# ---- param_password_lock ----
**param_password_lock: layout detail**

Window x 45 to 65, y 33 to 53 um. Cells in grey, sequential cells in the stronger grey; small squares are vias.
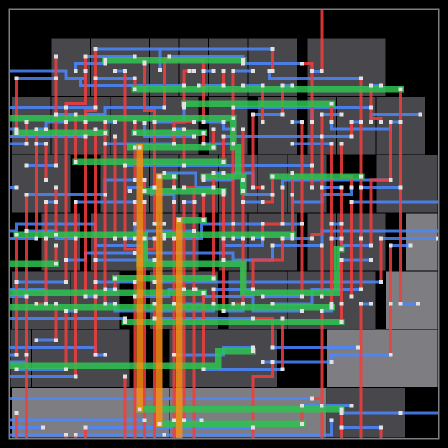
**param_password_lock: wires at chosen ports, followed through buffers**

Scale: 4 px per um.
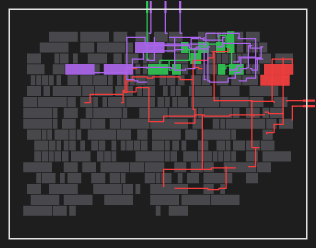
## config.mk

```make
export PLATFORM = sky130hd
export DESIGN_NAME = param_password_lock
export DESIGN_NICKNAME = d
export VERILOG_FILES = /design/src/rtl/param_password_lock.sv
export SDC_FILE = /design/constraint.sdc
export NUM_CORES = 1
export LEC_CHECK = 0
export ABC_AREA = 0
export CORE_ASPECT_RATIO = 0.75
export CORE_MARGIN = 3
export CORE_UTILIZATION = 61
export DETAILED_ROUTE_END_ITERATION = 8
export GPL_TIMING_DRIVEN = 1
export PLACE_DENSITY = 0.93
export SETUP_SLACK_MARGIN = 0.02
export SYNTH_ARGS = -nofsm -noshare
export SYNTH_HDL_FRONTEND = slang
export SYNTH_SLANG_ARGS = --single-unit
```

## constraint.sdc

```tcl
create_clock -name CLK -period 5.1 [get_ports CLK]
set_input_delay 0.51 -clock CLK [delete_from_list [all_inputs] [get_ports CLK]]
set_output_delay 0.51 -clock CLK [all_outputs]
set_load 0.01 [all_outputs]
```

## src/rtl/param_password_lock.sv

```systemverilog
// param_password_lock
//
// Serial password lock. Digits arrive one per digitValid strobe and are
// compared against a stored password. Consecutive failed attempts are counted,
// and reaching MAX_FAILS enters lockdown. Lockdown is released only by the
// master sequence. While unlocked, setMode lets the user enter a new password.
//
// Parameters:
//   DIGIT_W    bits per digit
//   PW_LEN     digits per password / master code (>= 2)
//   MAX_FAILS  consecutive failures that trigger lockdown (>= 1)
//   DEFAULT_PW password loaded at reset, digit k at [k*DIGIT_W +: DIGIT_W]
//   MASTER_PW  lockdown release code, packed the same way
//
// Ports:
//   CLK           clock, rising edge
//   RST           synchronous active-low reset
//   setMode       level request to program a new password (UNLOCKED/SET only)
//   digitValid    one digit presented this cycle
//   digit         digit value
//   unlockLight   last attempt matched
//   errorLight    last attempt failed, no lockdown
//   warningLight  lockdown active
//   dbgState      FSM state (ENTRY=0 UNLOCKED=1 ERROR=2 SET=3 LOCKED=4)
//   dbgIndex      current digit position
//   dbgFailCount  consecutive failure count
module param_password_lock #(
  parameter int DIGIT_W   = 4,
  parameter int PW_LEN    = 4,
  parameter int MAX_FAILS = 3,
  parameter logic [PW_LEN*DIGIT_W-1:0] DEFAULT_PW = 16'h4321,
  parameter logic [PW_LEN*DIGIT_W-1:0] MASTER_PW  = 16'h9210
) (
  input  logic                           CLK,
  input  logic                           RST,
  input  logic                           setMode,
  input  logic                           digitValid,
  input  logic [DIGIT_W-1:0]             digit,
  output logic                           unlockLight,
  output logic                           errorLight,
  output logic                           warningLight,
  output logic [2:0]                     dbgState,
  output logic [$clog2(PW_LEN)-1:0]      dbgIndex,
  output logic [$clog2(MAX_FAILS+1)-1:0] dbgFailCount
);

  localparam int IDX_W = $clog2(PW_LEN);
  localparam int FC_W  = $clog2(MAX_FAILS + 1);
  localparam logic [IDX_W-1:0] LAST_IDX = IDX_W'(PW_LEN - 1);
  localparam logic [FC_W-1:0]  FAIL_LIM = FC_W'(MAX_FAILS);

  typedef enum logic [2:0] {
    ENTRY    = 3'd0,
    UNLOCKED = 3'd1,
    ERROR    = 3'd2,
    SET      = 3'd3,
    LOCKED   = 3'd4
  } state_t;

  state_t             stateReg, stateNext;
  logic [IDX_W-1:0]   idxReg, idxNext;
  logic               missReg, missNext;
  logic [FC_W-1:0]    failReg, failNext;
  logic [DIGIT_W-1:0] pwReg [PW_LEN];
  logic [DIGIT_W-1:0] pwNext [PW_LEN];
  logic [DIGIT_W-1:0] stageReg [PW_LEN];
  logic [DIGIT_W-1:0] stageNext [PW_LEN];
  logic [DIGIT_W-1:0] masterArr [PW_LEN];
  logic               missAll;
  logic [FC_W-1:0]    failInc;

  always_comb begin
    for (int k = 0; k < PW_LEN; k++) begin
      masterArr[k] = MASTER_PW[k*DIGIT_W +: DIGIT_W];
    end
  end

  // Next-state logic
  always_comb begin
    stateNext = stateReg;
    idxNext   = idxReg;
    missNext  = missReg;
    failNext  = failReg;
    pwNext    = pwReg;
    stageNext = stageReg;
    missAll   = missReg | (digit != pwReg[idxReg]);
    failInc   = failReg + 1'b1;

    case (stateReg)
      ENTRY: begin
        if (digitValid) begin
          if (idxReg == LAST_IDX) begin
            idxNext  = '0;
            missNext = 1'b0;
            if (!missAll) begin
              stateNext = UNLOCKED;
              failNext  = '0;
            end else if (failInc == FAIL_LIM) begin
              stateNext = LOCKED;
              failNext  = FAIL_LIM;
            end else begin
              stateNext = ERROR;
              failNext  = failInc;
            end
          end else begin
            idxNext  = idxReg + 1'b1;
            missNext = missAll;
          end
        end
      end

      UNLOCKED, ERROR: begin
        // setMode is honoured only from UNLOCKED and beats a coincident digit.
        if (stateReg == UNLOCKED && setMode) begin
          stateNext = SET;
          idxNext   = '0;
        end else if (digitValid) begin
          // The digit starts a fresh attempt as its first digit.
          stateNext = ENTRY;
          idxNext   = IDX_W'(1);
          missNext  = (digit != pwReg[0]);
        end
      end

      SET: begin
        if (!setMode) begin
          stateNext = ENTRY;
          idxNext   = '0;
          missNext  = 1'b0;
        end else if (digitValid) begin
          stageNext[idxReg] = digit;
          if (idxReg == LAST_IDX) begin
            // Commit includes the digit arriving on this same edge.
            pwNext    = stageNext;
            stateNext = ENTRY;
            idxNext   = '0;
          end else begin
            idxNext = idxReg + 1'b1;
          end
        end
      end

      LOCKED: begin
        if (digitValid) begin
          if (digit != masterArr[idxReg]) begin
            idxNext = '0;
          end else if (idxReg == LAST_IDX) begin
            stateNext = ENTRY;
            idxNext   = '0;
            failNext  = '0;
          end else begin
            idxNext = idxReg + 1'b1;
          end
        end
      end

      default: begin
        stateNext = ENTRY;
        idxNext   = '0;
        missNext  = 1'b0;
      end
    endcase
  end

  // State and output registers; lights are decoded from the next state so
  // they change on the edge that samples the final digit.
  always_ff @(posedge CLK) begin
    if (!RST) begin
      stateReg     <= ENTRY;
      idxReg       <= '0;
      missReg      <= 1'b0;
      failReg      <= '0;
      unlockLight  <= 1'b0;
      errorLight   <= 1'b0;
      warningLight <= 1'b0;
      for (int k = 0; k < PW_LEN; k++) begin
        pwReg[k]    <= DEFAULT_PW[k*DIGIT_W +: DIGIT_W];
        stageReg[k] <= '0;
      end
    end else begin
      stateReg     <= stateNext;
      idxReg       <= idxNext;
      missReg      <= missNext;
      failReg      <= failNext;
      pwReg        <= pwNext;
      stageReg     <= stageNext;
      unlockLight  <= (stateNext == UNLOCKED);
      errorLight   <= (stateNext == ERROR);
      warningLight <= (stateNext == LOCKED);
    end
  end

  assign dbgState     = stateReg;
  assign dbgIndex     = idxReg;
  assign dbgFailCount = failReg;

endmodule
```

==> summary.txt <==
From the run reports.

- The count of buffering cells on the critical path with inverters included reads 1.
- The largest area contributor in the netlist reads sky130_fd_sc_hd__dfxtp_1.
- The endpoint of the worst hold path reads stageReg[14]$_SDFFE_PN0P_.
- The final-layout clock-cell area share is 3.566%.
- Counting the clock-network buffers in the layout gives 5.
- Post-CTS repair changed the size of 0 cells.
- The predominant post-synthesis flop cell is sky130_fd_sc_hd__dfxtp_1.
- The count of multi-input gates reads 179.
- The share of the synthesized area in the top cell type is 36.92%.
- The async set-reset flop share out of synthesis is 0%.
- The cell with the biggest individual delay on the critical path is sky130_fd_sc_hd__dfxtp_1.
- The beginning of the worst hold path reads stageReg[14]$_SDFFE_PN0P_.
- The inverter count is 8.
- Counting endpoints that fail hold in the final report gives 0.
- In the final design database the tool counted 263 nets.
- In the final layout, flip-flops and latches take up 33.71% of the cell area.
- The top cell types in the final layout, fill and taps aside, are sky130_fd_sc_hd__dfxtp_1, sky130_fd_sc_hd__nand2_1, sky130_fd_sc_hd__mux2i_1, sky130_fd_sc_hd__nor2_1, sky130_fd_sc_hd__a21oi_1.
- Cells with a size suffix above 1 make up 6.400% of the layout.
- The buffer cell driving the clock tree root is sky130_fd_sc_hd__clkbuf_8.
- The floorplan utilization is 67.63%.
- The worst path needs 2736 ps of the cycle, external delays included.
- Looking at the max-slew report, the worst-margin pin has a slew of 1116 ps.
- The post-synth tally of flip-flops with integrated enable reads 0.
- The endpoint required time on the critical path reads 5300 ps.
- The leakage power total is 0.0008535 uW.
- The number of antenna diodes is 0.
- The register share of total power is 53.3%.
- The longest incremental delay of any stage on the critical path is reported as 740 ps.
- The flow ran to the end, and the final reports show no timing, DRC or antenna violations.
- After synthesis, the most frequently instantiated cells are sky130_fd_sc_hd__dfxtp_1, sky130_fd_sc_hd__nand2_1, sky130_fd_sc_hd__mux2i_1.
- The deepest clock path buffer count is 2.
- The I/O pin count reads 18.
- Per the post-synthesis report, the number of cells in the design is 248.
- The level count of the clock H-tree reads 2.
- The highest attainable clock frequency reads 365.6 MHz.
- The kind of start point of the critical path is a register.
- In this run the remaining antenna-violating nets after routing total 0.
- The script computed a power per unit cell area of 254.8 nW/um^2.
- The number of signal-net buffers in the layout reads 17.
- Looking at the VDD voltage map, the peak drop is 0.2175 mV.
- The count of endpoints failing setup in the final report reads 0.
- The weighted congestion at the end of routability-driven global placement is 0.9171.
- The cell sequence reported for the critical path is inv_1 -> ha_1 -> xor2_1 -> nor3_1 -> a41o_1 -> nand2_1 -> a211oi_2.
About 'layout detail' of param_password_lock:
Blue is met1. Red is met2. Green is met3. Orange is met4.
Sequential cells in the window: 3. Most frequent: a21oi_1 (6), nand2_1 (4). Netlist names of flops here include pwReg (2), missReg (1). 43 logic cells have their middle in the window.

About 'wires at chosen ports, followed through buffers' of param_password_lock:
Green is digitValid, bits 1, direction input, edge top, end cells 12, buffers 1, wire 57.8 um. Red is dbgIndex, bits 2, direction output, edge right, end cells 2, buffers 2, wire 291 um. Purple is dbgState, bits 3, direction output, edge top, end cells 3, buffers 3, wire 272 um.

[metrics by stage]
step                setup WS [ps]  hold slack, ps  utilization, %  std cells  area [sq um]
floorplan                    3013           431.8               -        248          2115
detailed placement           2274           447.0           71.43        281          2233
global placement             2312           440.9           71.43        281          2233
global route                 2113           478.5           74.07        288          2316
CTS                          2479           458.0           74.07        288          2316
finish                       2364           457.4           74.07        288          2316
[cell families after synthesis]
kind of cell / Yosys count / share of synthesized area (%)
compound gates: 55 / 18.05
buf+inv: 30 / 6.331
fa+ha+maj: 5 / 2.959
mux: 23 / 13.02
flops: 39 / 36.92
xor+xnor: 11 / 4.557
simple gates: 85 / 18.17
[power groups by stage]
| stage | Combinational, uW | Clock [uW] | Sequential, uW |
|---|---|---|---|
| 5_1_grt | 82.1 | 219 | 315 |
| 2_1_floorplan | 59.1 | 0 | 317 |
| 3_5_place_dp | 73.9 | 0 | 322 |
| 4_1_cts | 74.7 | 206 | 314 |
| 6_report | 76.2 | 199 | 315 |
| 3_3_place_gp | 72.7 | 0 | 322 |
[layer usage]
layer | vias up | GRT usage (%)
met5 | - | 0
met4 | 0 | 10.08
met3 | 12 | 8.803
met2 | 110 | 35.48
met1 | 859 | 37.24
li1 | 881 | -

# ---- valve_cmd_demux_flat ----
## config.mk

```make
export PLATFORM = sky130hd
export DESIGN_NAME = valve_cmd_demux_flat
export DESIGN_NICKNAME = d
export VERILOG_FILES = /design/src/rtl/valve_cmd_demux_pkg.sv /design/src/rtl/valve_cmd_demux_if.sv /design/src/rtl/valve_hold_channel.sv /design/src/rtl/valve_cmd_demux.sv /design/src/flat_wrapper.sv
export SDC_FILE = /design/constraint.sdc
export NUM_CORES = 1
export LEC_CHECK = 0
export CORE_MARGIN = 1
export CORE_UTILIZATION = 45
export DETAILED_ROUTE_END_ITERATION = 16
export PLACE_DENSITY = 0.65
export SYNTH_ARGS = -nofsm -noshare
export SYNTH_HDL_FRONTEND = slang
export SYNTH_SLANG_ARGS = --single-unit
```

## constraint.sdc

```tcl
create_clock -name clk -period 3.37 [get_ports clk]
set_input_delay 0.5055 -clock clk [delete_from_list [all_inputs] [get_ports clk]]
set_output_delay 0.5055 -clock clk [all_outputs]
set_load 0.01 [all_outputs]
```

## src/rtl/valve_cmd_demux_pkg.sv

```systemverilog
// Shared constants for the valve command demultiplexer: valve drive levels,
// the default hold time and the hold-counter width helper.
package valve_cmd_demux_pkg;

    localparam logic VALVE_OPEN       = 1'b1;
    localparam logic VALVE_CLOSED     = 1'b0;
    localparam int   DEFAULT_HOLD_CYC = 16;

    // Counter must be able to hold the value HOLD_CYC itself.
    function automatic int hold_cnt_w(input int hold_cyc);
        return (hold_cyc < 1) ? 1 : $clog2(hold_cyc + 1);
    endfunction

endpackage

```

## src/rtl/valve_cmd_demux_if.sv

```systemverilog
// Command/status bundle between the control FSM (master) and the valve
// command demultiplexer (slave).
interface valve_cmd_demux_if #(
    parameter int N_CH  = 2,
    parameter int SEL_W = 1
);
    logic             din;
    logic [SEL_W-1:0] sel;
    logic             valid;
    logic             ack;
    logic             err;
    logic [N_CH-1:0]  valve;
    logic [N_CH-1:0]  busy;

    modport master (output din, sel, valid, input ack, err, valve, busy);
    modport slave  (input din, sel, valid, output ack, err, valve, busy);
endinterface

```

## src/rtl/valve_hold_channel.sv

```systemverilog
// One valve channel: latches the last requested state and only lets the valve
// output change when the minimum hold time since the previous change has expired.
module valve_hold_channel
    import valve_cmd_demux_pkg::*;
#(
    parameter int HOLD_CYC = DEFAULT_HOLD_CYC
) (
    input  logic clk,
    input  logic rst,
    input  logic wr,
    input  logic d,
    output logic valve,
    output logic busy
);
    localparam int             CW   = hold_cnt_w(HOLD_CYC);
    localparam logic [CW-1:0]  HOLD = CW'(HOLD_CYC);
    localparam logic [CW-1:0]  ONE  = CW'(1);

    logic          pending;
    logic [CW-1:0] cnt;
    logic          eff;

    // A command arriving this cycle overrides the stored request immediately.
    assign eff  = wr ? d : pending;
    assign busy = (cnt != '0);

    // NOTE: state registers use non-blocking assignments so every flop samples
    // pre-edge values; blocking here would create order-dependent behaviour.
    always_ff @(posedge clk) begin
        if (rst) begin
            pending <= VALVE_CLOSED;
            valve   <= VALVE_CLOSED;
            cnt     <= '0;
        end else begin
            if (wr)
                pending <= d;
            // cnt != 0 is LOCKED: valve frozen, requests only update pending.
            if (cnt != '0) begin
                cnt <= cnt - ONE;
            end else if (eff != valve) begin
                valve <= eff;
                cnt   <= HOLD;
            end
        end
    end

endmodule

```

## src/rtl/valve_cmd_demux.sv

```systemverilog
// Distributes select-tagged valve commands to N_CH hold-protected channels and
// reports acceptance (ack) or an out-of-range select (err) one cycle later.
module valve_cmd_demux
    import valve_cmd_demux_pkg::*;
#(
    parameter int N_CH     = 2,
    parameter int SEL_W    = 1,
    parameter int HOLD_CYC = DEFAULT_HOLD_CYC
) (
    input logic               clk,
    input logic               rst,
    valve_cmd_demux_if.slave  bus
);
    // One extra bit so N_CH == 2**SEL_W is still representable.
    localparam logic [SEL_W:0] NCH_V = (SEL_W + 1)'(N_CH);

    logic            in_range;
    logic [N_CH-1:0] wr;

    assign in_range = ({1'b0, bus.sel} < NCH_V);

    for (genvar i = 0; i < N_CH; i++) begin : g_ch
        assign wr[i] = bus.valid && (bus.sel == SEL_W'(i));

        valve_hold_channel #(
            .HOLD_CYC (HOLD_CYC)
        ) u_ch (
            .clk   (clk),
            .rst   (rst),
            .wr    (wr[i]),
            .d     (bus.din),
            .valve (bus.valve[i]),
            .busy  (bus.busy[i])
        );
    end

    always_ff @(posedge clk) begin
        if (rst) begin
            bus.ack <= 1'b0;
            bus.err <= 1'b0;
        end else begin
            bus.ack <= bus.valid && in_range;
            bus.err <= bus.valid && !in_range;
        end
    end

endmodule

```

## src/flat_wrapper.sv

```systemverilog
// flat-port wrapper written by rule: the top's interface ports become plain ports
module valve_cmd_demux_flat import valve_cmd_demux_pkg::*;
#(
    parameter int N_CH     = 2,
    parameter int SEL_W    = 1,
    parameter int HOLD_CYC = DEFAULT_HOLD_CYC
)
  (clk, rst, bus_din, bus_sel, bus_valid, bus_ack, bus_err, bus_valve, bus_busy);
  valve_cmd_demux_if #(.N_CH(N_CH), .SEL_W(SEL_W)) bus_i ();
  input logic clk;
  input logic rst;
  input wire logic [$bits(bus_i.din)-1:0] bus_din;
  input wire logic [$bits(bus_i.sel)-1:0] bus_sel;
  input wire logic [$bits(bus_i.valid)-1:0] bus_valid;
  output wire logic [$bits(bus_i.ack)-1:0] bus_ack;
  output wire logic [$bits(bus_i.err)-1:0] bus_err;
  output wire logic [$bits(bus_i.valve)-1:0] bus_valve;
  output wire logic [$bits(bus_i.busy)-1:0] bus_busy;
  assign bus_i.din = bus_din;
  assign bus_i.sel = bus_sel;
  assign bus_i.valid = bus_valid;
  assign bus_ack = bus_i.ack;
  assign bus_err = bus_i.err;
  assign bus_valve = bus_i.valve;
  assign bus_busy = bus_i.busy;
  valve_cmd_demux #(.N_CH(N_CH), .SEL_W(SEL_W), .HOLD_CYC(HOLD_CYC)) u_core (.clk(clk), .rst(rst), .bus(bus_i));
endmodule
```

**valve_cmd_demux_flat: wires at chosen ports, followed through buffers**

Scale: 10 px per um.
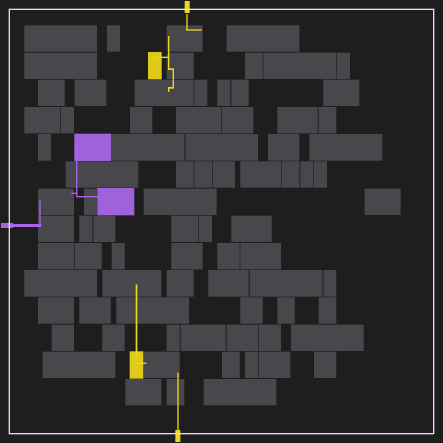
Yellow is bus_busy, bits 2, direction output, edge 1 bottom, 1 top, end cells 2, buffers 2, wire 24.3 um. Purple is bus_din, bits 1, direction input, edge left, end cells 2, buffers 1, wire 13.3 um.

**valve_cmd_demux_flat: metal layers overlaid**

Scale: 12 px per um. Two of the layers only.
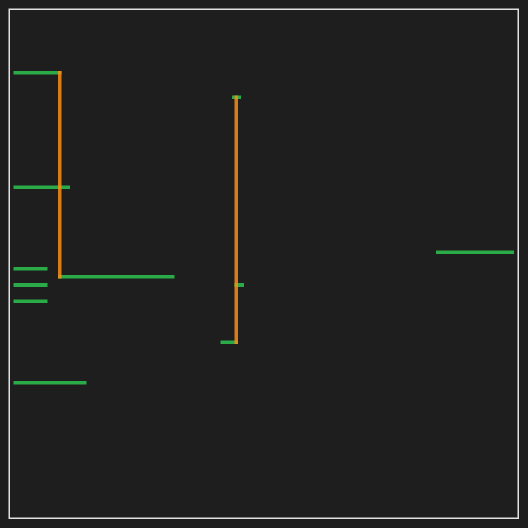
Orange is met4, wire length 37.4 um. Green is met3, wire length 38.6 um.

**valve_cmd_demux_flat: clock nets**

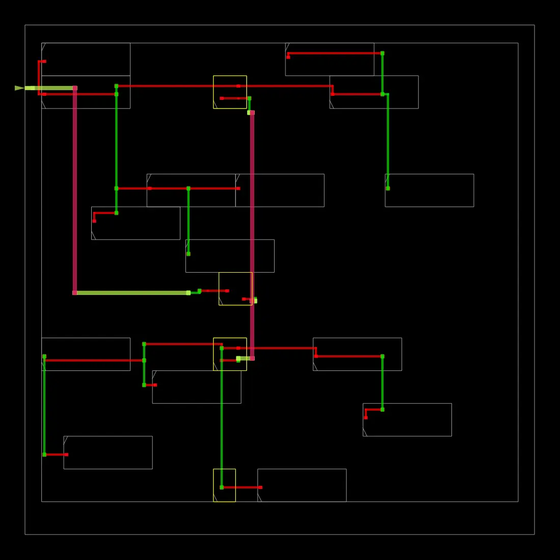
clock latency of the later-clocked register in the worst-skew pair: 290 ps
worst setup skew after layout: 3.699 ps
clock buf count: 3

==> summary.txt <==
From the run reports.

- Ranked by total cell area, the synthesized netlist is headed by sky130_fd_sc_hd__dfxtp_1, sky130_fd_sc_hd__buf_4, sky130_fd_sc_hd__xnor2_1.
- The first global-routing pass estimated 1.925 mm of wire.
- For hold timing, the worst endpoint is u_core.g_ch[1].u_ch.cnt[0]$_SDFFE_PP0P_.
- Sequential cells burn 34.8% of the power.
- Per the OpenROAD timing report, the critical path contains 6 cells.
- The aggregate negative setup slack is 0 ps.
- The register with the highest flop count is u_core.g_ch.u_ch.cnt.
- The cell class contributing the biggest share of worst-path delay reads buffers and inverters.
- The script parses the final routing iteration and logs DRC violations as 0.
- The highest attainable clock frequency is 398.9 MHz.
- The largest area contributor in the netlist reads sky130_fd_sc_hd__dfxtp_1.
- The distinct cell type count after synthesis reads 27.
- The average detailed-routed wire length per instance is 11.29 um.
- In this run, the synthesized area fraction spent on AND-OR/OR-AND gates is recorded as 12.16%.
- Setup repair after global routing left no endpoint under its margin.
- Power attributed to the clock group is 106 uW.
- The vertical die dimension reads 42.30 um.
- The number of max-cap violations is 0.
- Synthesis produced a netlist with a net count of 85.
- The reg-to-reg critical path startpoint is u_core.g_ch[0].u_ch.cnt[0]$_SDFFE_PP0P_.
- The biggest power consumer among the groups is combinational cells.
- The floorplan utilization reads 48.50%.
- The beginning of the worst hold path reads u_core.g_ch[1].u_ch.cnt[0]$_SDFFE_PP0P_.
- The launching instance or port of the critical path is u_core.g_ch[0].u_ch.cnt[0]$_SDFFE_PP0P_.
- The level count of the clock H-tree is 1.
- STA classifies the critical path startpoint as a register.
- The endpoint required time on the critical path reads 2860 ps.
- From left edge to right edge, the die measures 42.30 um.
- Compared with the post-synthesis result, the final layout area differs by 12.67%.
- The die outline area reads 1789 sq um.
- The final max-slew violation count recorded for this run is 0.
- The number of flip-flops under the largest register name reads 10.
- The worst setup path is captured at a primary output.
- The quantity of hold-fixing buffers added after cts reads 0.
- The post-synth area from yosys stat is 730.7 sq um.
- The run finished with clean final reports.
- The most used logic cell in the final layout reads sky130_fd_sc_hd__dfxtp_1.
- The first-pass iteration count of the detailed router is 4.
- After synthesis, the mean cell area works out to 9.368 sq um.
- The class of the most critical hold timing path is reg2reg.
- The number of register bits inferred by synthesis is 15.
- The number of endpoints with negative hold slack in the final report reads 0.
- Yosys instantiated no cell more often than sky130_fd_sc_hd__dfxtp_1.
- The detailed-route vias per instance is 5.070.
- The global route stage reports its total congestion overflow as 0.
- The normalized max-slew margin is 54.26%.
- The pin closest to its max-slew limit shows a slew of 683.9 ps.
- The cell sitting at the root of the clock tree is a sky130_fd_sc_hd__clkbuf_4.
- The hold path depth is 2.
- The synthesis report lists the Yosys warning total as 0.
- Per the OpenROAD power report, switching power amounts to 320.2 uW.
- The endpoint of the worst register-to-register path is u_core.g_ch[0].u_ch.cnt[0]$_SDFFE_PP0P_.
- The library cells used most frequently in the layout, excluding fill and tap cells, are sky130_fd_sc_hd__dfxtp_1, sky130_fd_sc_hd__clkdlybuf4s50_1, sky130_fd_sc_hd__nor2_1, sky130_fd_sc_hd__inv_1.
- The weighted congestion at the end of routability-driven global placement is 0.7190.
- The count of buffering cells on the critical path with inverters included is 3.
through the flow:
stage / utilization (%) / worst slack [ps] / hold WS, ps / instance area [sq um]
floorplan: - / 1593 / 469.3 / 730.7
global placement: 52.82 / 1179 / 486.4 / 795.8
detailed placement: 52.82 / 1168 / 494.2 / 795.8
CTS: 54.65 / 850.8 / 509.7 / 823.3
global route: 54.65 / 756.4 / 534.8 / 823.3
finish: 54.65 / 863.1 / 507.5 / 823.3
per-layer routing:
layer | track usage (%) | share of wire (%) | vias to the layer above
met4 | 11.25 | 3.3 | 0
met2 | 21.85 | 41 | 10
met3 | 2.586 | 3.4 | 5
li1 | - | - | 271
met1 | 18.48 | 52 | 221
met5 | 0 | 0 | -
final cells by class:
class | instances | area (sq um)
clock buffers | 3 | 22.52
fillers | 142 | 683.2
clock inverters | 1 | 5.005
repair buffers | 9 | 90.09
multi-input cells | 48 | 355.3
flip-flops and latches | 15 | 300.3
well taps | 16 | 20.02
inverters | 8 | 30.03
tightest hold or removal path, cell delays in order (launching register included):
cell and delay (ps):
sky130_fd_sc_hd__dfxtp_1 340, sky130_fd_sc_hd__nand3_1 60, sky130_fd_sc_hd__o21ai_0 60

# ---- v1_queue_deserializer ----
--- src/rtl/v1_queue_deserializer.sv ---
// Packs p_ratio consecutive queue words into one wide word offered over en/rdy.
// Lane 0 holds the oldest word; a flush emits a partial word with its lane count.
`ifndef TOP_CHANWIDTH
`define TOP_CHANWIDTH 8
`endif

module v1_queue_deserializer #(
    parameter int unsigned p_bitwidth = `TOP_CHANWIDTH,
    parameter int unsigned p_ratio    = 4,
    parameter int unsigned p_cntwidth = $clog2(p_ratio) + 1
) (
    input  logic                          clk,
    input  logic                          rst,
    output logic                          pop_front_en,
    input  logic                          pop_front_rdy,
    input  logic [p_bitwidth-1:0]         pop_front_data,
    input  logic                          flush_en,
    output logic                          out_rdy,
    input  logic                          out_en,
    output logic [p_bitwidth*p_ratio-1:0] out_data,
    output logic [p_cntwidth-1:0]         out_count
);

    localparam int unsigned OutW = p_bitwidth * p_ratio;

    typedef enum logic {
        FILL = 1'b0,
        FULL = 1'b1
    } state_t;

    state_t                state;
    logic [p_cntwidth-1:0] cnt;
    logic                  last_lane;

    // Pop path deliberately independent of out_en and flush_en.
    assign pop_front_en = pop_front_rdy && (state == FILL) && !rst;
    assign last_lane    = (cnt == p_cntwidth'(p_ratio - 1));

    always_ff @(posedge clk or posedge rst) begin
        if (rst) begin
            state     <= FILL;
            cnt       <= '0;
            out_data  <= '0;
            out_count <= '0;
            out_rdy   <= 1'b0;
        end else begin
            case (state)
                FILL: begin
                    if (pop_front_en) begin
                        for (int unsigned i = 0; i < p_ratio; i++) begin
                            if (cnt == p_cntwidth'(i)) begin
                                out_data[i*p_bitwidth +: p_bitwidth] <= pop_front_data;
                            end
                        end
                        // A same-cycle flush still includes the popped word.
                        if (last_lane || flush_en) begin
                            state     <= FULL;
                            out_rdy   <= 1'b1;
                            out_count <= cnt + p_cntwidth'(1);
                            cnt       <= '0;
                        end else begin
                            cnt <= cnt + p_cntwidth'(1);
                        end
                    end else if (flush_en && (cnt != '0)) begin
                        state     <= FULL;
                        out_rdy   <= 1'b1;
                        out_count <= cnt;
                        cnt       <= '0;
                    end
                end
                FULL: begin
                    if (out_en) begin
                        state     <= FILL;
                        out_rdy   <= 1'b0;
                        out_count <= '0;
                        out_data  <= OutW'(0);
                    end
                end
                default: begin
                    state <= FILL;
                end
            endcase
        end
    end

endmodule

--- config.mk ---
export PLATFORM = sky130hd
export DESIGN_NAME = v1_queue_deserializer
export DESIGN_NICKNAME = d
export VERILOG_FILES = /design/src/rtl/v1_queue_deserializer.sv
export SDC_FILE = /design/constraint.sdc
export NUM_CORES = 1
export LEC_CHECK = 0
export CAP_MARGIN = 10
export CORE_MARGIN = 3
export CORE_UTILIZATION = 50
export CTS_CLUSTER_SIZE = 40
export DETAILED_ROUTE_END_ITERATION = 8
export PLACE_DENSITY_LB_ADDON = 0.25
export SLEW_MARGIN = 30
export SYNTH_ARGS = -nofsm -noshare
export SYNTH_HDL_FRONTEND = slang
export SYNTH_SLANG_ARGS = --single-unit
--- constraint.sdc ---
create_clock -name clk -period 3.18 [get_ports clk]
set_clock_uncertainty 0.15 [all_clocks]
set_input_delay 0.477 -clock clk [delete_from_list [all_inputs] [get_ports clk]]
set_output_delay 0.477 -clock clk [all_outputs]
set_load 0.02 [all_outputs]
**v1_queue_deserializer: clock nets**

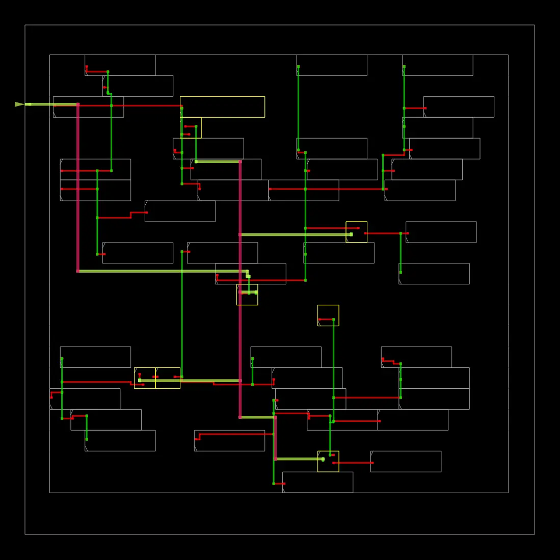
clock sink count: 40
clock buf count: 5
Clock Power: 350 uW
num sequential: 40

**v1_queue_deserializer: met2 routing**

Scale: 6 px per um. Cells faint in the background.
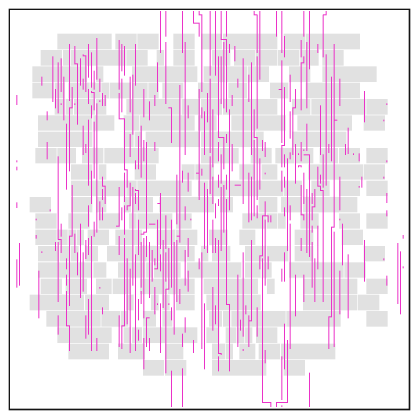
The layer holds 48% of the routed length. The wires run mostly vertical. 196 nets have wire on it. The layer carries 2010 um of wire. The longest straight run is 30.4 um.

**v1_queue_deserializer: wires at chosen ports, followed through buffers**

Scale: 6 px per um.
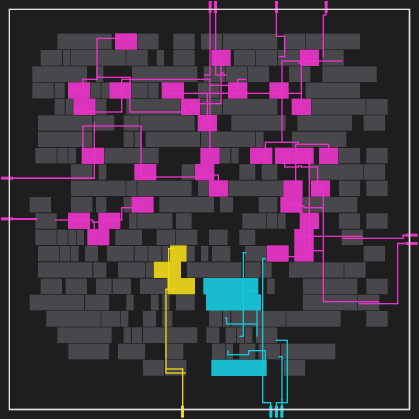
Magenta is pop_front_data, bits 8, direction input, edge 4 top, 2 left, 2 right, end cells 32, buffers 8, wire 429 um. Yellow is flush_en, bits 1, direction input, edge bottom, end cells 3, buffers 1, wire 36.1 um. Cyan is out_count, bits 3, direction output, edge bottom, end cells 3, buffers 3, wire 88.4 um.

==> summary.txt <==
From the run reports.

- The synthesized net count reads 174.
- The share of the synthesized area in the top cell type is 54.79%.
- The endpoint of the worst register-to-register path is out_count[0]$_DFFE_PP0P_.
- The detailed-route DRC error count is 0.
- The worst register-to-register path depth is 5.
- By area the synthesized netlist is led by sky130_fd_sc_hd__dfrtp_1, sky130_fd_sc_hd__a22o_1, sky130_fd_sc_hd__mux2i_1.
- The critical path class is in2out.
- The first global-routing pass estimated 6.934 mm of wire.
- Endpoints with negative setup slack in the final report add up to 0.
- CTS placed an instance of sky130_fd_sc_hd__clkbuf_4 at the clock tree root.
- The level count of the clock H-tree reads 2.
- The critical path endpoint has a required time of 2550 ps.
- The horizontal die size reads 66.45 um.
- The number of max-cap violations is 0.
- The post-synth tally of flip-flops with integrated enable is 0.
- Summing over every cut layer, the via total after detailed routing is 1429.
- In this run the mean area of a mapped cell was 11.71 sq um.
- The hold path depth is 1.
- The flow ran to the end, and the final reports show no timing, DRC or antenna violations.
- The highest attainable clock frequency is 378.7 MHz.
- The remaining antenna violation count is 0.
- The number of register bits inferred by synthesis is 40.
- The number of antenna diodes is 0.
- The quantity of hold-fixing buffers added after cts reads 0.
- The area taken by flip-flops and latches is 1001 sq um.
- Ranking logic cells in the layout by count gives the top entries sky130_fd_sc_hd__clkdlybuf4s50_1, sky130_fd_sc_hd__dfrtp_1, sky130_fd_sc_hd__a22o_1, sky130_fd_sc_hd__nand2_1, sky130_fd_sc_hd__mux2i_1.
- The distinct cell type count after synthesis reads 32.
- The Yosys step of the flow raised 0 warnings.
- Per the final timing report, the hold violations number 0.
- From bottom edge to top edge, the die measures 66.45 um.
- The cell seen most often among critical-path stages reads sky130_fd_sc_hd__clkdlybuf4s50_1.
- The number of buffer cells added on primary ports reads 49.
- The logic area is 757.0 sq um.
- The endpoint of the worst hold path is out_data[4]$_DFFE_PP0P_.
- The largest area contributor in the netlist is sky130_fd_sc_hd__dfrtp_1.
- The beginning of the worst hold path is out_data[4]$_DFFE_PP0P_.
- The global router reports that the layer with the highest usage is met2.
- The predominant post-synthesis flop cell is sky130_fd_sc_hd__dfrtp_1.
- Of the combinational cells, the family taking the most area is AND-OR/OR-AND gates.
- The floorplan utilization is 53.48%.
- The most used logic cell in the final layout is sky130_fd_sc_hd__clkdlybuf4s50_1.
- The cell-mix breakdown from Yosys lists the compound-gate area share as 18.01%.
- The normalized max-slew margin reads 64.12%.
- The async set-reset flop share out of synthesis is 100.0%.
- The slew at the pin with the worst max-slew slack reads 533.7 ps.
- The tool warning count for the run is 29.
state kept, by name, summed over array words and instances (netlist names):
| name | count |
|---|---|
| cnt | 3 |
| out_count | 3 |
| out_data | 32 |
| out_rdy | 1 |
| state | 1 |
stage by stage:
step                hold WS [ps]  total power, uW  instance area, sq um  instances
detailed placement         334.3             1707                  2359        248
CTS                        369.6             2057                  2442        256
finish                     364.1             2043                  2442        256
global route               376.2             2170                  2442        256
global placement           331.8             1677                  2359        248
floorplan                  345.6             1312                  1827        156
where the power goes:
part | internal, uW | switching (uW)
logic | 418 | 507
registers | 653 | 114
clock network | 168 | 182
worst max path at each step:
stage	start	endpoint	slack, ps	cells after the start
global route	rst	pop_front_en	480	3
CTS	pop_front_rdy	pop_front_en	540	3
floorplan	cnt[0]$_DFFE_PP0P_	out_count[0]$_DFFE_PP0P_	1400	5
finish	rst	pop_front_en	540	3
detailed placement	pop_front_rdy	pop_front_en	540	3
global placement	rst	pop_front_en	570	3
area by class of cell:
type                       instances  share of cell area (%)
tap                               46                   2.357
multi-input combinational        101                   30.99
inverter                          10                   1.537
timing repair buffer              51                   20.70
sequential                        40                   40.98
clock inverter                     3                   1.895
clock buffer                       5                   1.537

# ---- shift_add_mult_16b ----
**shift_add_mult_16b: metal layers overlaid**

Scale: 6 px per um. Two of the layers only.
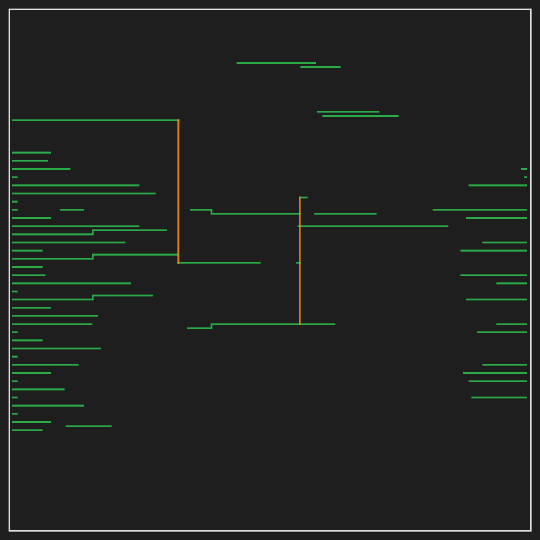
**shift_add_mult_16b: met2 routing**

Scale: 4 px per um. Cells faint in the background.
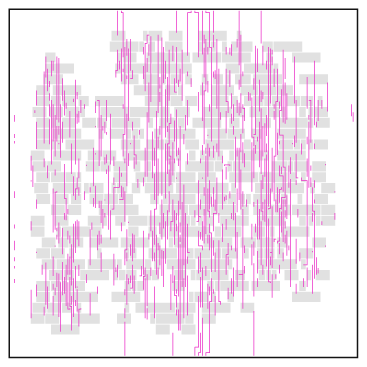
**config.mk**
```make
export PLATFORM = sky130hd
export DESIGN_NAME = shift_add_mult_16b
export DESIGN_NICKNAME = d
export VERILOG_FILES = /design/src/rtl/mult_pkg.sv /design/src/rtl/cla_16b.sv /design/src/rtl/dff_srn.sv /design/src/rtl/shift_add_mult_16b.sv
export SDC_FILE = /design/constraint.sdc
export NUM_CORES = 1
export LEC_CHECK = 0
export CORE_MARGIN = 5
export CORE_UTILIZATION = 50
export CTS_CLUSTER_DIAMETER = 40
export CTS_CLUSTER_SIZE = 8
export DETAILED_ROUTE_END_ITERATION = 10
export PLACE_DENSITY = 0.8
export SETUP_SLACK_MARGIN = 0.02
export SLEW_MARGIN = 20
export SYNTH_ARGS = -nofsm -noshare
export SYNTH_HDL_FRONTEND = slang
export SYNTH_SLANG_ARGS = --single-unit
```
**constraint.sdc**
```tcl
create_clock -name clk -period 4.3 [get_ports clk]
set_input_delay 0.86 -clock clk [delete_from_list [all_inputs] [get_ports clk]]
set_output_delay 0.86 -clock clk [all_outputs]
set_load 0.03 [all_outputs]
```
**src/rtl/mult_pkg.sv**
```systemverilog
// Shared constants and state encoding for the shift-and-add multiplier.
// Imported by shift_add_mult_16b.
package mult_pkg;

  localparam int MULT_N     = 16;
  localparam int MULT_ITERS = 16;

  typedef enum logic [1:0] {
    IDLE = 2'b00,
    RUN  = 2'b01,
    DONE = 2'b10
  } state_t;

endpackage

```
**src/rtl/cla_16b.sv**
```systemverilog
// 16-bit two-level carry-lookahead adder (4x4-bit groups).
// Ports: a, b [15:0], c_in in; sum [15:0], c_out out.
module cla_16b (
  input  logic [15:0] a,
  input  logic [15:0] b,
  input  logic        c_in,
  output logic [15:0] sum,
  output logic        c_out
);

  logic [15:0] g, p;
  logic [3:0]  gg, pg;
  logic [4:0]  cg;

  assign g = a & b;
  assign p = a ^ b;

  always_comb begin
    for (int k = 0; k < 4; k++) begin
      gg[k] = g[4*k+3]
            | (p[4*k+3] & g[4*k+2])
            | (&p[4*k+2 +: 2] & g[4*k+1])
            | (&p[4*k+1 +: 3] & g[4*k]);
      pg[k] = &p[4*k +: 4];
    end
  end

  // Group carries are fully expanded so no group waits on another.
  always_comb begin
    cg[0] = c_in;
    cg[1] = gg[0] | (pg[0] & c_in);
    cg[2] = gg[1] | (pg[1] & gg[0])
          | (&pg[1:0] & c_in);
    cg[3] = gg[2] | (pg[2] & gg[1])
          | (&pg[2:1] & gg[0])
          | (&pg[2:0] & c_in);
    cg[4] = gg[3] | (pg[3] & gg[2])
          | (&pg[3:2] & gg[1])
          | (&pg[3:1] & gg[0])
          | (&pg[3:0] & c_in);
  end

  always_comb begin
    logic cc;
    cc  = 1'b0;
    sum = '0;
    for (int k = 0; k < 4; k++) begin
      cc = cg[k];
      for (int j = 0; j < 4; j++) begin
        sum[4*k+j] = p[4*k+j] ^ cc;
        cc = g[4*k+j] | (p[4*k+j] & cc);
      end
    end
  end

  assign c_out = cg[4];

endmodule

```
**src/rtl/dff_srn.sv**
```systemverilog
// Generic register with synchronous active-low reset to zero.
// Ports: clk, rst_n, d[W-1:0] in; q[W-1:0] out.
module dff_srn #(
  parameter int W = 1
) (
  input  logic         clk,
  input  logic         rst_n,
  input  logic [W-1:0] d,
  output logic [W-1:0] q
);

  always_ff @(posedge clk) begin
    if (!rst_n) q <= '0;
    else        q <= d;
  end

endmodule

```
**src/rtl/shift_add_mult_16b.sv**
```systemverilog
// Sequential unsigned 16x16->32 shift-and-add multiplier, 1 bit/cycle.
// Ports: clk, rst_n, start, a, b in; busy, done, product out.
module shift_add_mult_16b
  import mult_pkg::*;
#(
  parameter int N = MULT_N
) (
  input  logic           clk,
  input  logic           rst_n,
  input  logic           start,
  input  logic [N-1:0]   a,
  input  logic [N-1:0]   b,
  output logic           busy,
  output logic           done,
  output logic [2*N-1:0] product
);

  logic [1:0]     st_q;
  state_t         st_d;
  logic [N-1:0]   m_q, m_d;
  logic [2*N-1:0] p_q, p_d, p_shift;
  logic [3:0]     cnt_q, cnt_d;
  logic [N-1:0]   sum;
  logic           c_out;

  cla_16b ADDER (
    .a     (p_q[2*N-1:N]),
    .b     (m_q),
    .c_in  (1'b0),
    .sum   (sum),
    .c_out (c_out)
  );

  // Add the multiplicand into the upper half when the LSB is set,
  // then shift the whole accumulator right, carry included.
  assign p_shift = p_q[0]
    ? {c_out, sum, p_q[N-1:1]}
    : {1'b0, p_q[2*N-1:N], p_q[N-1:1]};

  always_comb begin
    st_d  = state_t'(st_q);
    m_d   = m_q;
    p_d   = p_q;
    cnt_d = cnt_q;
    case (st_q)
      RUN: begin
        p_d   = p_shift;
        cnt_d = cnt_q + 4'd1;
        if (cnt_q == 4'(MULT_ITERS - 1))
          st_d = DONE;
      end
      // IDLE, DONE and the unused code all behave as IDLE.
      default: begin
        st_d = IDLE;
        if (start) begin
          m_d   = a;
          p_d   = {{N{1'b0}}, b};
          cnt_d = '0;
          st_d  = RUN;
        end
      end
    endcase
  end

  dff_srn #(.W(2)) u_st (
    .clk(clk), .rst_n(rst_n), .d(st_d), .q(st_q)
  );

  dff_srn #(.W(N)) u_m (
    .clk(clk), .rst_n(rst_n), .d(m_d), .q(m_q)
  );

  dff_srn #(.W(2*N)) u_p (
    .clk(clk), .rst_n(rst_n), .d(p_d), .q(p_q)
  );

  dff_srn #(.W(4)) u_cnt (
    .clk(clk), .rst_n(rst_n), .d(cnt_d), .q(cnt_q)
  );

  assign busy    = (st_q == RUN);
  assign done    = (st_q == DONE);
  assign product = p_q;

endmodule

```
==> summary.txt <==
From the run reports.

- The run finished with clean final reports.
- Summed over all layers, the global routing overflow is 0.
- Setup slack on the worst path after placement came out at 657.7 ps.
- The area growth from synthesis to layout reads 26.17%.
- Detailed routing placed a total of 3.156 mm of wire on met2.
- The largest net degree at the start of global routing reads 54.
- Non-clock buffers in the final layout number 71.
- After synthesis the cells add up to 2940 sq um.
- The total stage count of the critical path reads 12.
- The count of final max-slew check failures is 0.
- Post-synthesis, Yosys gives the total cell area as 2940 sq um.
- The post-cts sizing count reads 0.
- Detailed placement ended at an HPWL of 4.733 mm.
- The vertical die dimension reads 86.69 um.
- The distinct cell type count after synthesis is 40.
- The first-pass iteration count of the detailed router reads 4.
- The routed design shows a via density per instance of 5.457.
## Picture notes: 'metal layers overlaid' of shift_add_mult_16b
Green is met3, wire length 634 um. Orange is met4, wire length 44.9 um.

## Picture notes: 'met2 routing' of shift_add_mult_16b
The layer carries 3160 um of wire. The layer holds 47% of the routed length. 352 nets have wire on it.

sequential cells by signal, indices dropped and copies added, names as in the netlist:
name / cells
u_cnt.q: 4
u_p.q: 32
u_m.q: 16
u_st.q: 2
synthesized netlist by cell type, drive strengths merged:
cell	count	area, sq um
dfxtp	54	1081
nand2	52	195.2
a21oi	40	204.0
nor2	23	86.33
a211oi	18	140.1
ha	17	212.7
mux2i	16	160.2
nand3b	16	120.1
buf	12	71.31
fa	11	220.2
mux2	11	123.9
clkbuf	10	37.54
o211ai	4	30.03
xnor2	4	35.03
and2	3	18.77
inv	3	13.76
nand4	3	18.77
nor3b	3	33.78
o21ai	3	18.77
nand3	2	10.01
nor2b	2	12.51
or3	2	12.51
a2111oi	1	15.01
a21boi	1	7.510
a21o	1	7.510
and4	1	8.760
nand2b	1	6.260
nor3	1	5.000
o221ai	1	8.760
o22a	1	8.760
o41ai	1	16.27
power by group through the flow:
stage          registers, uW  clock network, uW  logic, uW
6_report                 549                273        212
5_1_grt                  554                301        233
4_1_cts                  549                281        214
3_5_place_dp             560                  0        214
3_3_place_gp             560                  0        209
2_1_floorplan            586                  0        101

# ---- l2_line_responder ----
**l2_line_responder: layout detail**

Window x 198 to 218, y 200 to 220 um. Cells in grey, sequential cells in the stronger grey; small squares are vias.
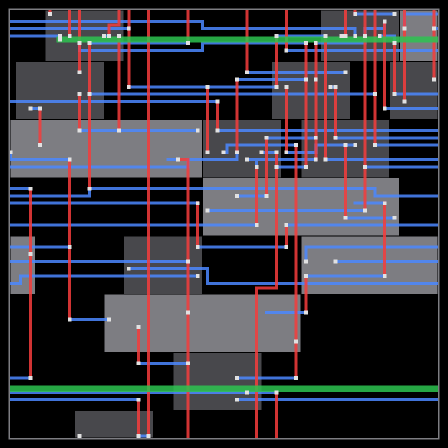
**l2_line_responder: clock nets**

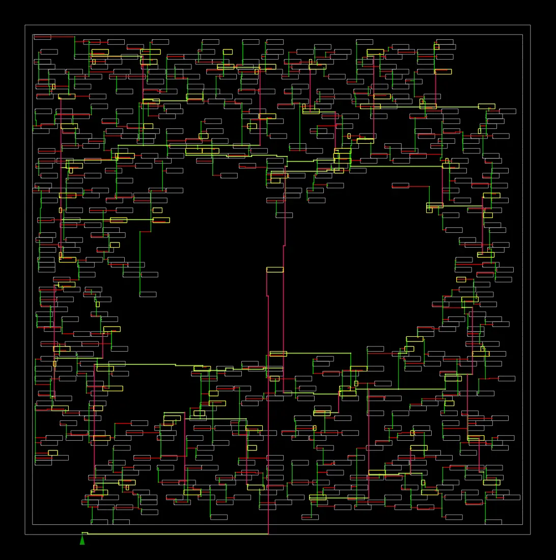
**l2_line_responder: met2 routing**

Scale: 1.5 px per um. Cells faint in the background.
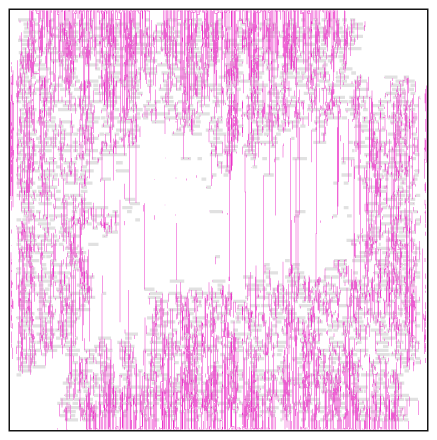
--- config.mk ---
export PLATFORM = sky130hd
export DESIGN_NAME = l2_line_responder
export DESIGN_NICKNAME = d
export VERILOG_FILES = /design/src/rtl/l2_line_responder.sv
export SDC_FILE = /design/constraint.sdc
export NUM_CORES = 1
export LEC_CHECK = 0
export CAP_MARGIN = 20
export CORE_AREA = 4 4 274 276
export CTS_CLUSTER_DIAMETER = 80
export DETAILED_ROUTE_END_ITERATION = 7
export DIE_AREA = 0 0 278 280
export HOLD_SLACK_MARGIN = 0.02
export SLEW_MARGIN = 20
export SYNTH_ARGS = -nofsm -noshare
export SYNTH_HDL_FRONTEND = slang
export SYNTH_SLANG_ARGS = --single-unit
--- constraint.sdc ---
create_clock -name clk -period 2.5 [get_ports clk]
set_input_delay 0.375 -clock clk [delete_from_list [all_inputs] [get_ports clk]]
set_output_delay 0.375 -clock clk [all_outputs]
set_load 0.01 [all_outputs]
--- src/rtl/l2_line_responder.sv ---
// l2_line_responder: memory-side end of the arbiter -> L2 request path.
// Accepts one line read/write at a time, runs it as a BEATS-beat burst on
// the memory port, then pulses resp for one cycle.
//
// Handshake: a command (mem_read) or write beat (mem_write + mem_wdata) is
// transferred on a rising edge where it is asserted and mem_ready=1; it stays
// asserted and stable until then. Read beats transfer on any edge with
// mem_rvalid=1 while in RD_DATA and are never back-pressured.
module l2_line_responder #(
  parameter int LINE_BITS = 256,
  parameter int BEAT_BITS = 64
) (
  input  logic                 clk,
  input  logic                 rst,
  input  logic                 req_read,
  input  logic                 req_write,
  input  logic [31:0]          req_addr,
  input  logic [LINE_BITS-1:0] req_wdata,
  output logic                 resp,
  output logic [LINE_BITS-1:0] resp_rdata,
  output logic [31:0]          mem_addr,
  output logic                 mem_read,
  output logic                 mem_write,
  output logic [BEAT_BITS-1:0] mem_wdata,
  input  logic                 mem_ready,
  input  logic [BEAT_BITS-1:0] mem_rdata,
  input  logic                 mem_rvalid,
  output logic [2:0]           dbg_state
);

  localparam int BEATS = LINE_BITS / BEAT_BITS;
  localparam int CW    = (BEATS > 1) ? $clog2(BEATS) : 1;
  localparam int OFF   = $clog2(LINE_BITS / 8);
  localparam logic [CW-1:0] LAST = CW'(BEATS - 1);

  localparam logic [2:0] IDLE     = 3'd0;
  localparam logic [2:0] RD_CMD   = 3'd1;
  localparam logic [2:0] RD_DATA  = 3'd2;
  localparam logic [2:0] WR_BURST = 3'd3;
  localparam logic [2:0] DONE     = 3'd4;

  logic [2:0]           state;
  logic [CW-1:0]        cnt;
  logic [31:0]          addr_q;
  logic [LINE_BITS-1:0] wdata_q;

  // Request capture, burst sequencing and beat counting.
  always_ff @(posedge clk or negedge rst) begin
    if (!rst) begin
      state   <= IDLE;
      cnt     <= '0;
      addr_q  <= '0;
      wdata_q <= '0;
    end else begin
      case (state)
        IDLE: begin
          if (req_read || req_write) begin
            addr_q  <= req_addr;
            wdata_q <= req_wdata;
            cnt     <= '0;
            // Write has priority when both request lines are high.
            state   <= req_write ? WR_BURST : RD_CMD;
          end
        end
        RD_CMD: begin
          if (mem_ready) state <= RD_DATA;
        end
        RD_DATA: begin
          if (mem_rvalid) begin
            cnt <= cnt + 1'b1;
            if (cnt == LAST) state <= DONE;
          end
        end
        WR_BURST: begin
          if (mem_ready) begin
            cnt <= cnt + 1'b1;
            if (cnt == LAST) state <= DONE;
          end
        end
        // Requests are deliberately not sampled here, so a request still
        // held high during the resp cycle is not taken a second time.
        DONE:    state <= IDLE;
        default: state <= IDLE;
      endcase
    end
  end

  // Read line assembly; keeps its value until the next read overwrites it.
  always_ff @(posedge clk or negedge rst) begin
    if (!rst) begin
      resp_rdata <= '0;
    end else if (state == RD_DATA && mem_rvalid) begin
      for (int i = 0; i < BEATS; i++) begin
        if (cnt == CW'(i)) resp_rdata[i*BEAT_BITS +: BEAT_BITS] <= mem_rdata;
      end
    end
  end

  // Memory-port command outputs decoded from the current state.
  always_comb begin
    mem_read  = (state == RD_CMD);
    mem_write = (state == WR_BURST);
    resp      = (state == DONE);
    mem_addr  = {addr_q[31:OFF], {OFF{1'b0}}};
    mem_wdata = '0;
    if (state == WR_BURST) begin
      for (int i = 0; i < BEATS; i++) begin
        if (cnt == CW'(i)) mem_wdata = wdata_q[i*BEAT_BITS +: BEAT_BITS];
      end
    end
    dbg_state = state;
  end

endmodule

==> summary.txt <==
From the run reports.

- The flow ran to the end, but the final reports show violations.
- The checks that failed: setup timing.
- The worst setup slack after layout reads -298.3 ps.
- In the final report, the number of hold violations comes to 0.
- The portion of total power attributed to combinational logic reads 44.3%.
- The clock sink count reads 544.
- Looking at the critical path, the highest net fanout was 8.
- The floorplan utilization is 30.90%.
- The total length of routed met3 wires is 6.181 mm.
- According to the floorplan report, the total die area is 77840 sq um.
- The remaining antenna violation count is 0.
- The count of buffering cells on the critical path with inverters included is 4.
- The number of global-route vias before repair was 17160.
- The slew at the pin with the worst max-slew slack is 521.1 ps.
- In the synthesized netlist the dominant register cell turns out to be sky130_fd_sc_hd__dfrtp_1.
- The cell area after placement is 31010 sq um.
- The most used logic cell in the final layout reads sky130_fd_sc_hd__clkdlybuf4s50_1.
- The average detailed-routed wire length per instance is 24.54 um.
- Clock latency on the worst-skew pair, taken at its later pin, is 620 ps.
- The mean instance size in the synthesized netlist reads 15.78 sq um.
- The total power divided by cell area is 1335 nW/um^2.
- After clock tree synthesis, the flow added hold-fix buffers numbering 1.
- The post-synthesis cell type with the largest instance count reads sky130_fd_sc_hd__dfrtp_1.
- The clock group total power reads 8950 uW.
- The pre-CTS setup check shows a worst slack of -127.9 ps.
- The combined area of all synthesized cells reads 22430 sq um.
- Global routing put the most usage on met2.
- The post-layout utilization of the core is 45.72%.
- The register share after synthesis reads 60.69%.
- The data arrival time of the critical path is 2420 ps.
- Counting instances in the post-synthesis netlist gives the leading cell types as sky130_fd_sc_hd__dfrtp_1, sky130_fd_sc_hd__mux2_2, sky130_fd_sc_hd__nand2b_1.
- The total clock buffers created by CTS reads 61.
- The detailed placer reported the number of placed instances as 3065.
- The number of cells reported by Yosys stat comes to 1421.
- The violation tally recorded at the end of detailed-routing iteration 0 is 750.
- The floorplan core area reads 72590 sq um.
- The total power consumption of the routed design is 44300 uW.
- The first-pass GRT wire length is 115.3 mm.
- The clock edge transition at the registers on the reported setup and hold paths is 60 ps.
- Counting flops with a built-in enable in the synthesized netlist gives 0.
- The global routing usage on met3 is 6.648%.
- The normalized max-slew margin reads 65.26%.
- The floorplan row count reads 99.
- The TritonCTS clock tree reads built.
- The layout stage reports a final design area of 33190 sq um.
- The peak ir drop on the vdd network reads 0.7262 mV.
- The cell with the biggest individual delay on the critical path is sky130_fd_sc_hd__dfrtp_1.
- The cell seen most often among critical-path stages is sky130_fd_sc_hd__buf_12.
- The most critical hold endpoint after final layout shows a slack of 246.2 ps.
- For this run, the detailed router's first-pass iteration total came to 4.
- In the global route stage, met2 resource usage came out at 33.76%.
- The leakage power total reads 0.01399 uW.
- Broken down by cell family, the worst path's largest delay share belongs to AND-OR/OR-AND gates.
- The reported sequential group power is 15700 uW.
- The internal power summed over all cells reads 30180 uW.
- The async set-reset flop share out of synthesis reads 100.0%.
- Endpoints with negative setup slack in the final report add up to 64.
- The share of the clock period used by the worst path reads 111.9%.
- Per STA, the worst path is made up of inv_2 -> ha_4 -> nor2b_4 -> buf_12 -> buf_12 -> a221o_1 -> a32o_1 -> buf_2.
- In the power breakdown, the biggest contributor is combinational cells.
- The proportion of total power due to net switching is 31.88%.
- Measured along the x axis, the die boundary spans 278 um.
- The final clock skew is 18.57 ps.
- The area growth from synthesis to layout reads 47.97%.
- The initial antenna violation count reads 31.
- The layout net count reads 2541.
- The largest net degree at the start of global routing reads 95.
About 'layout detail' of l2_line_responder:
Blue is met1. Red is met2. Green is met3.
Netlist names of flops here include wdata_q (4). 13 logic cells have their middle in the window. Sequential cells in the window: 4. Most frequent: mux2_2 (4), dfrtp_1 (4), a221o_1 (3).

About 'clock nets' of l2_line_responder:
clock buf count: 92
num sequential: 544

About 'met2 routing' of l2_line_responder:
The wires run mostly vertical. The layer carries 39.7 mm of wire.

## flip-flops by register name (all words and copies together), names as in the netlist
signal      flops
resp_rdata    256
wdata_q       256
addr_q         27
dbg_state       3
cnt             2
## path summary, 6_finish.rpt
| kind | startpoint | slack [ps] | endpoint |
|---|---|---|---|
| max in group asynchronous | rst | 1290 | resp_rdata[3]$_DFFE_PN0P_ |
| min in group clk | req_addr[29] | 340 | addr_q[29]$_DFFE_PN0P_ |
| max | cnt[1]$_DFFE_PN0P_ | -300 | mem_wdata[39] |
| min | rst | 250 | addr_q[18]$_DFFE_PN0P_ |
| max reg2reg | dbg_state[2]$_DFFE_PN0P_ | 300 | wdata_q[86]$_DFFE_PN0P_ |
| min reg2reg | addr_q[9]$_DFFE_PN0P_ | 490 | addr_q[9]$_DFFE_PN0P_ |
## kinds of logic after synthesis
kind of cell	synth area share [%]
compound gates	5.919
other cells	0.01672
fa+ha+maj	0.2231
simple gates	2.438
mux	27.16
flops	60.69
buf+inv	3.554
## layout make-up
class,instances,area (sq um)
multi-input cells,773,8145
diodes,18,45.04
fillers,6498,39400
repair buffers,796,8158
flip-flops and latches,544,13610
clock buffers,92,1823
inverters,3,11.26
clock inverters,17,192.7
well taps,959,1200


## Gallery

Layout detail.
(a)
Window x 40 to 60, y 40 to 60 um. Cells in grey, sequential cells in the stronger grey; small squares are vias.
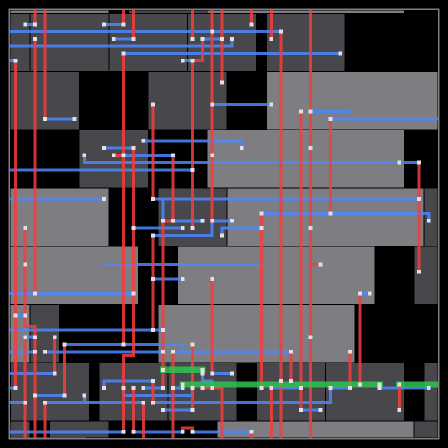
(b)
Window x 55 to 75, y 55 to 75 um. Cells in grey, sequential cells in the stronger grey; small squares are vias.
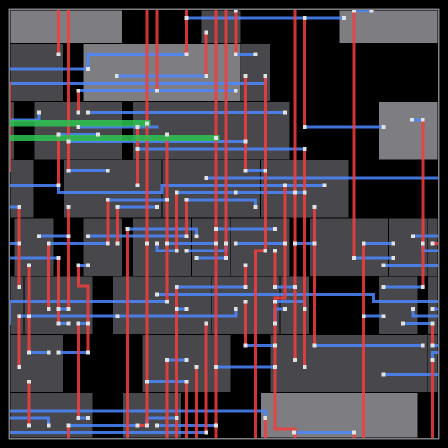
(c)
Window x 22 to 42, y 22 to 42 um. Cells in grey, sequential cells in the stronger grey; small squares are vias.
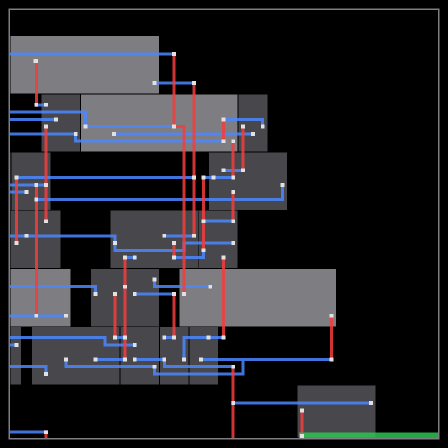
v1_queue_deserializer -> (a)
valve_cmd_demux_flat -> (c)
shift_add_mult_16b -> (b)

Key to (b):
Blue is met1. Green is met3. Red is met2.
Netlist names of flops here include u_m.q (3), u_p.q (1). 29 logic cells have their middle in the window. Most frequent: a21oi_1 (5), dfxtp_1 (4). Sequential cells in the window: 4.

Power and IR drop assume default switching activity.
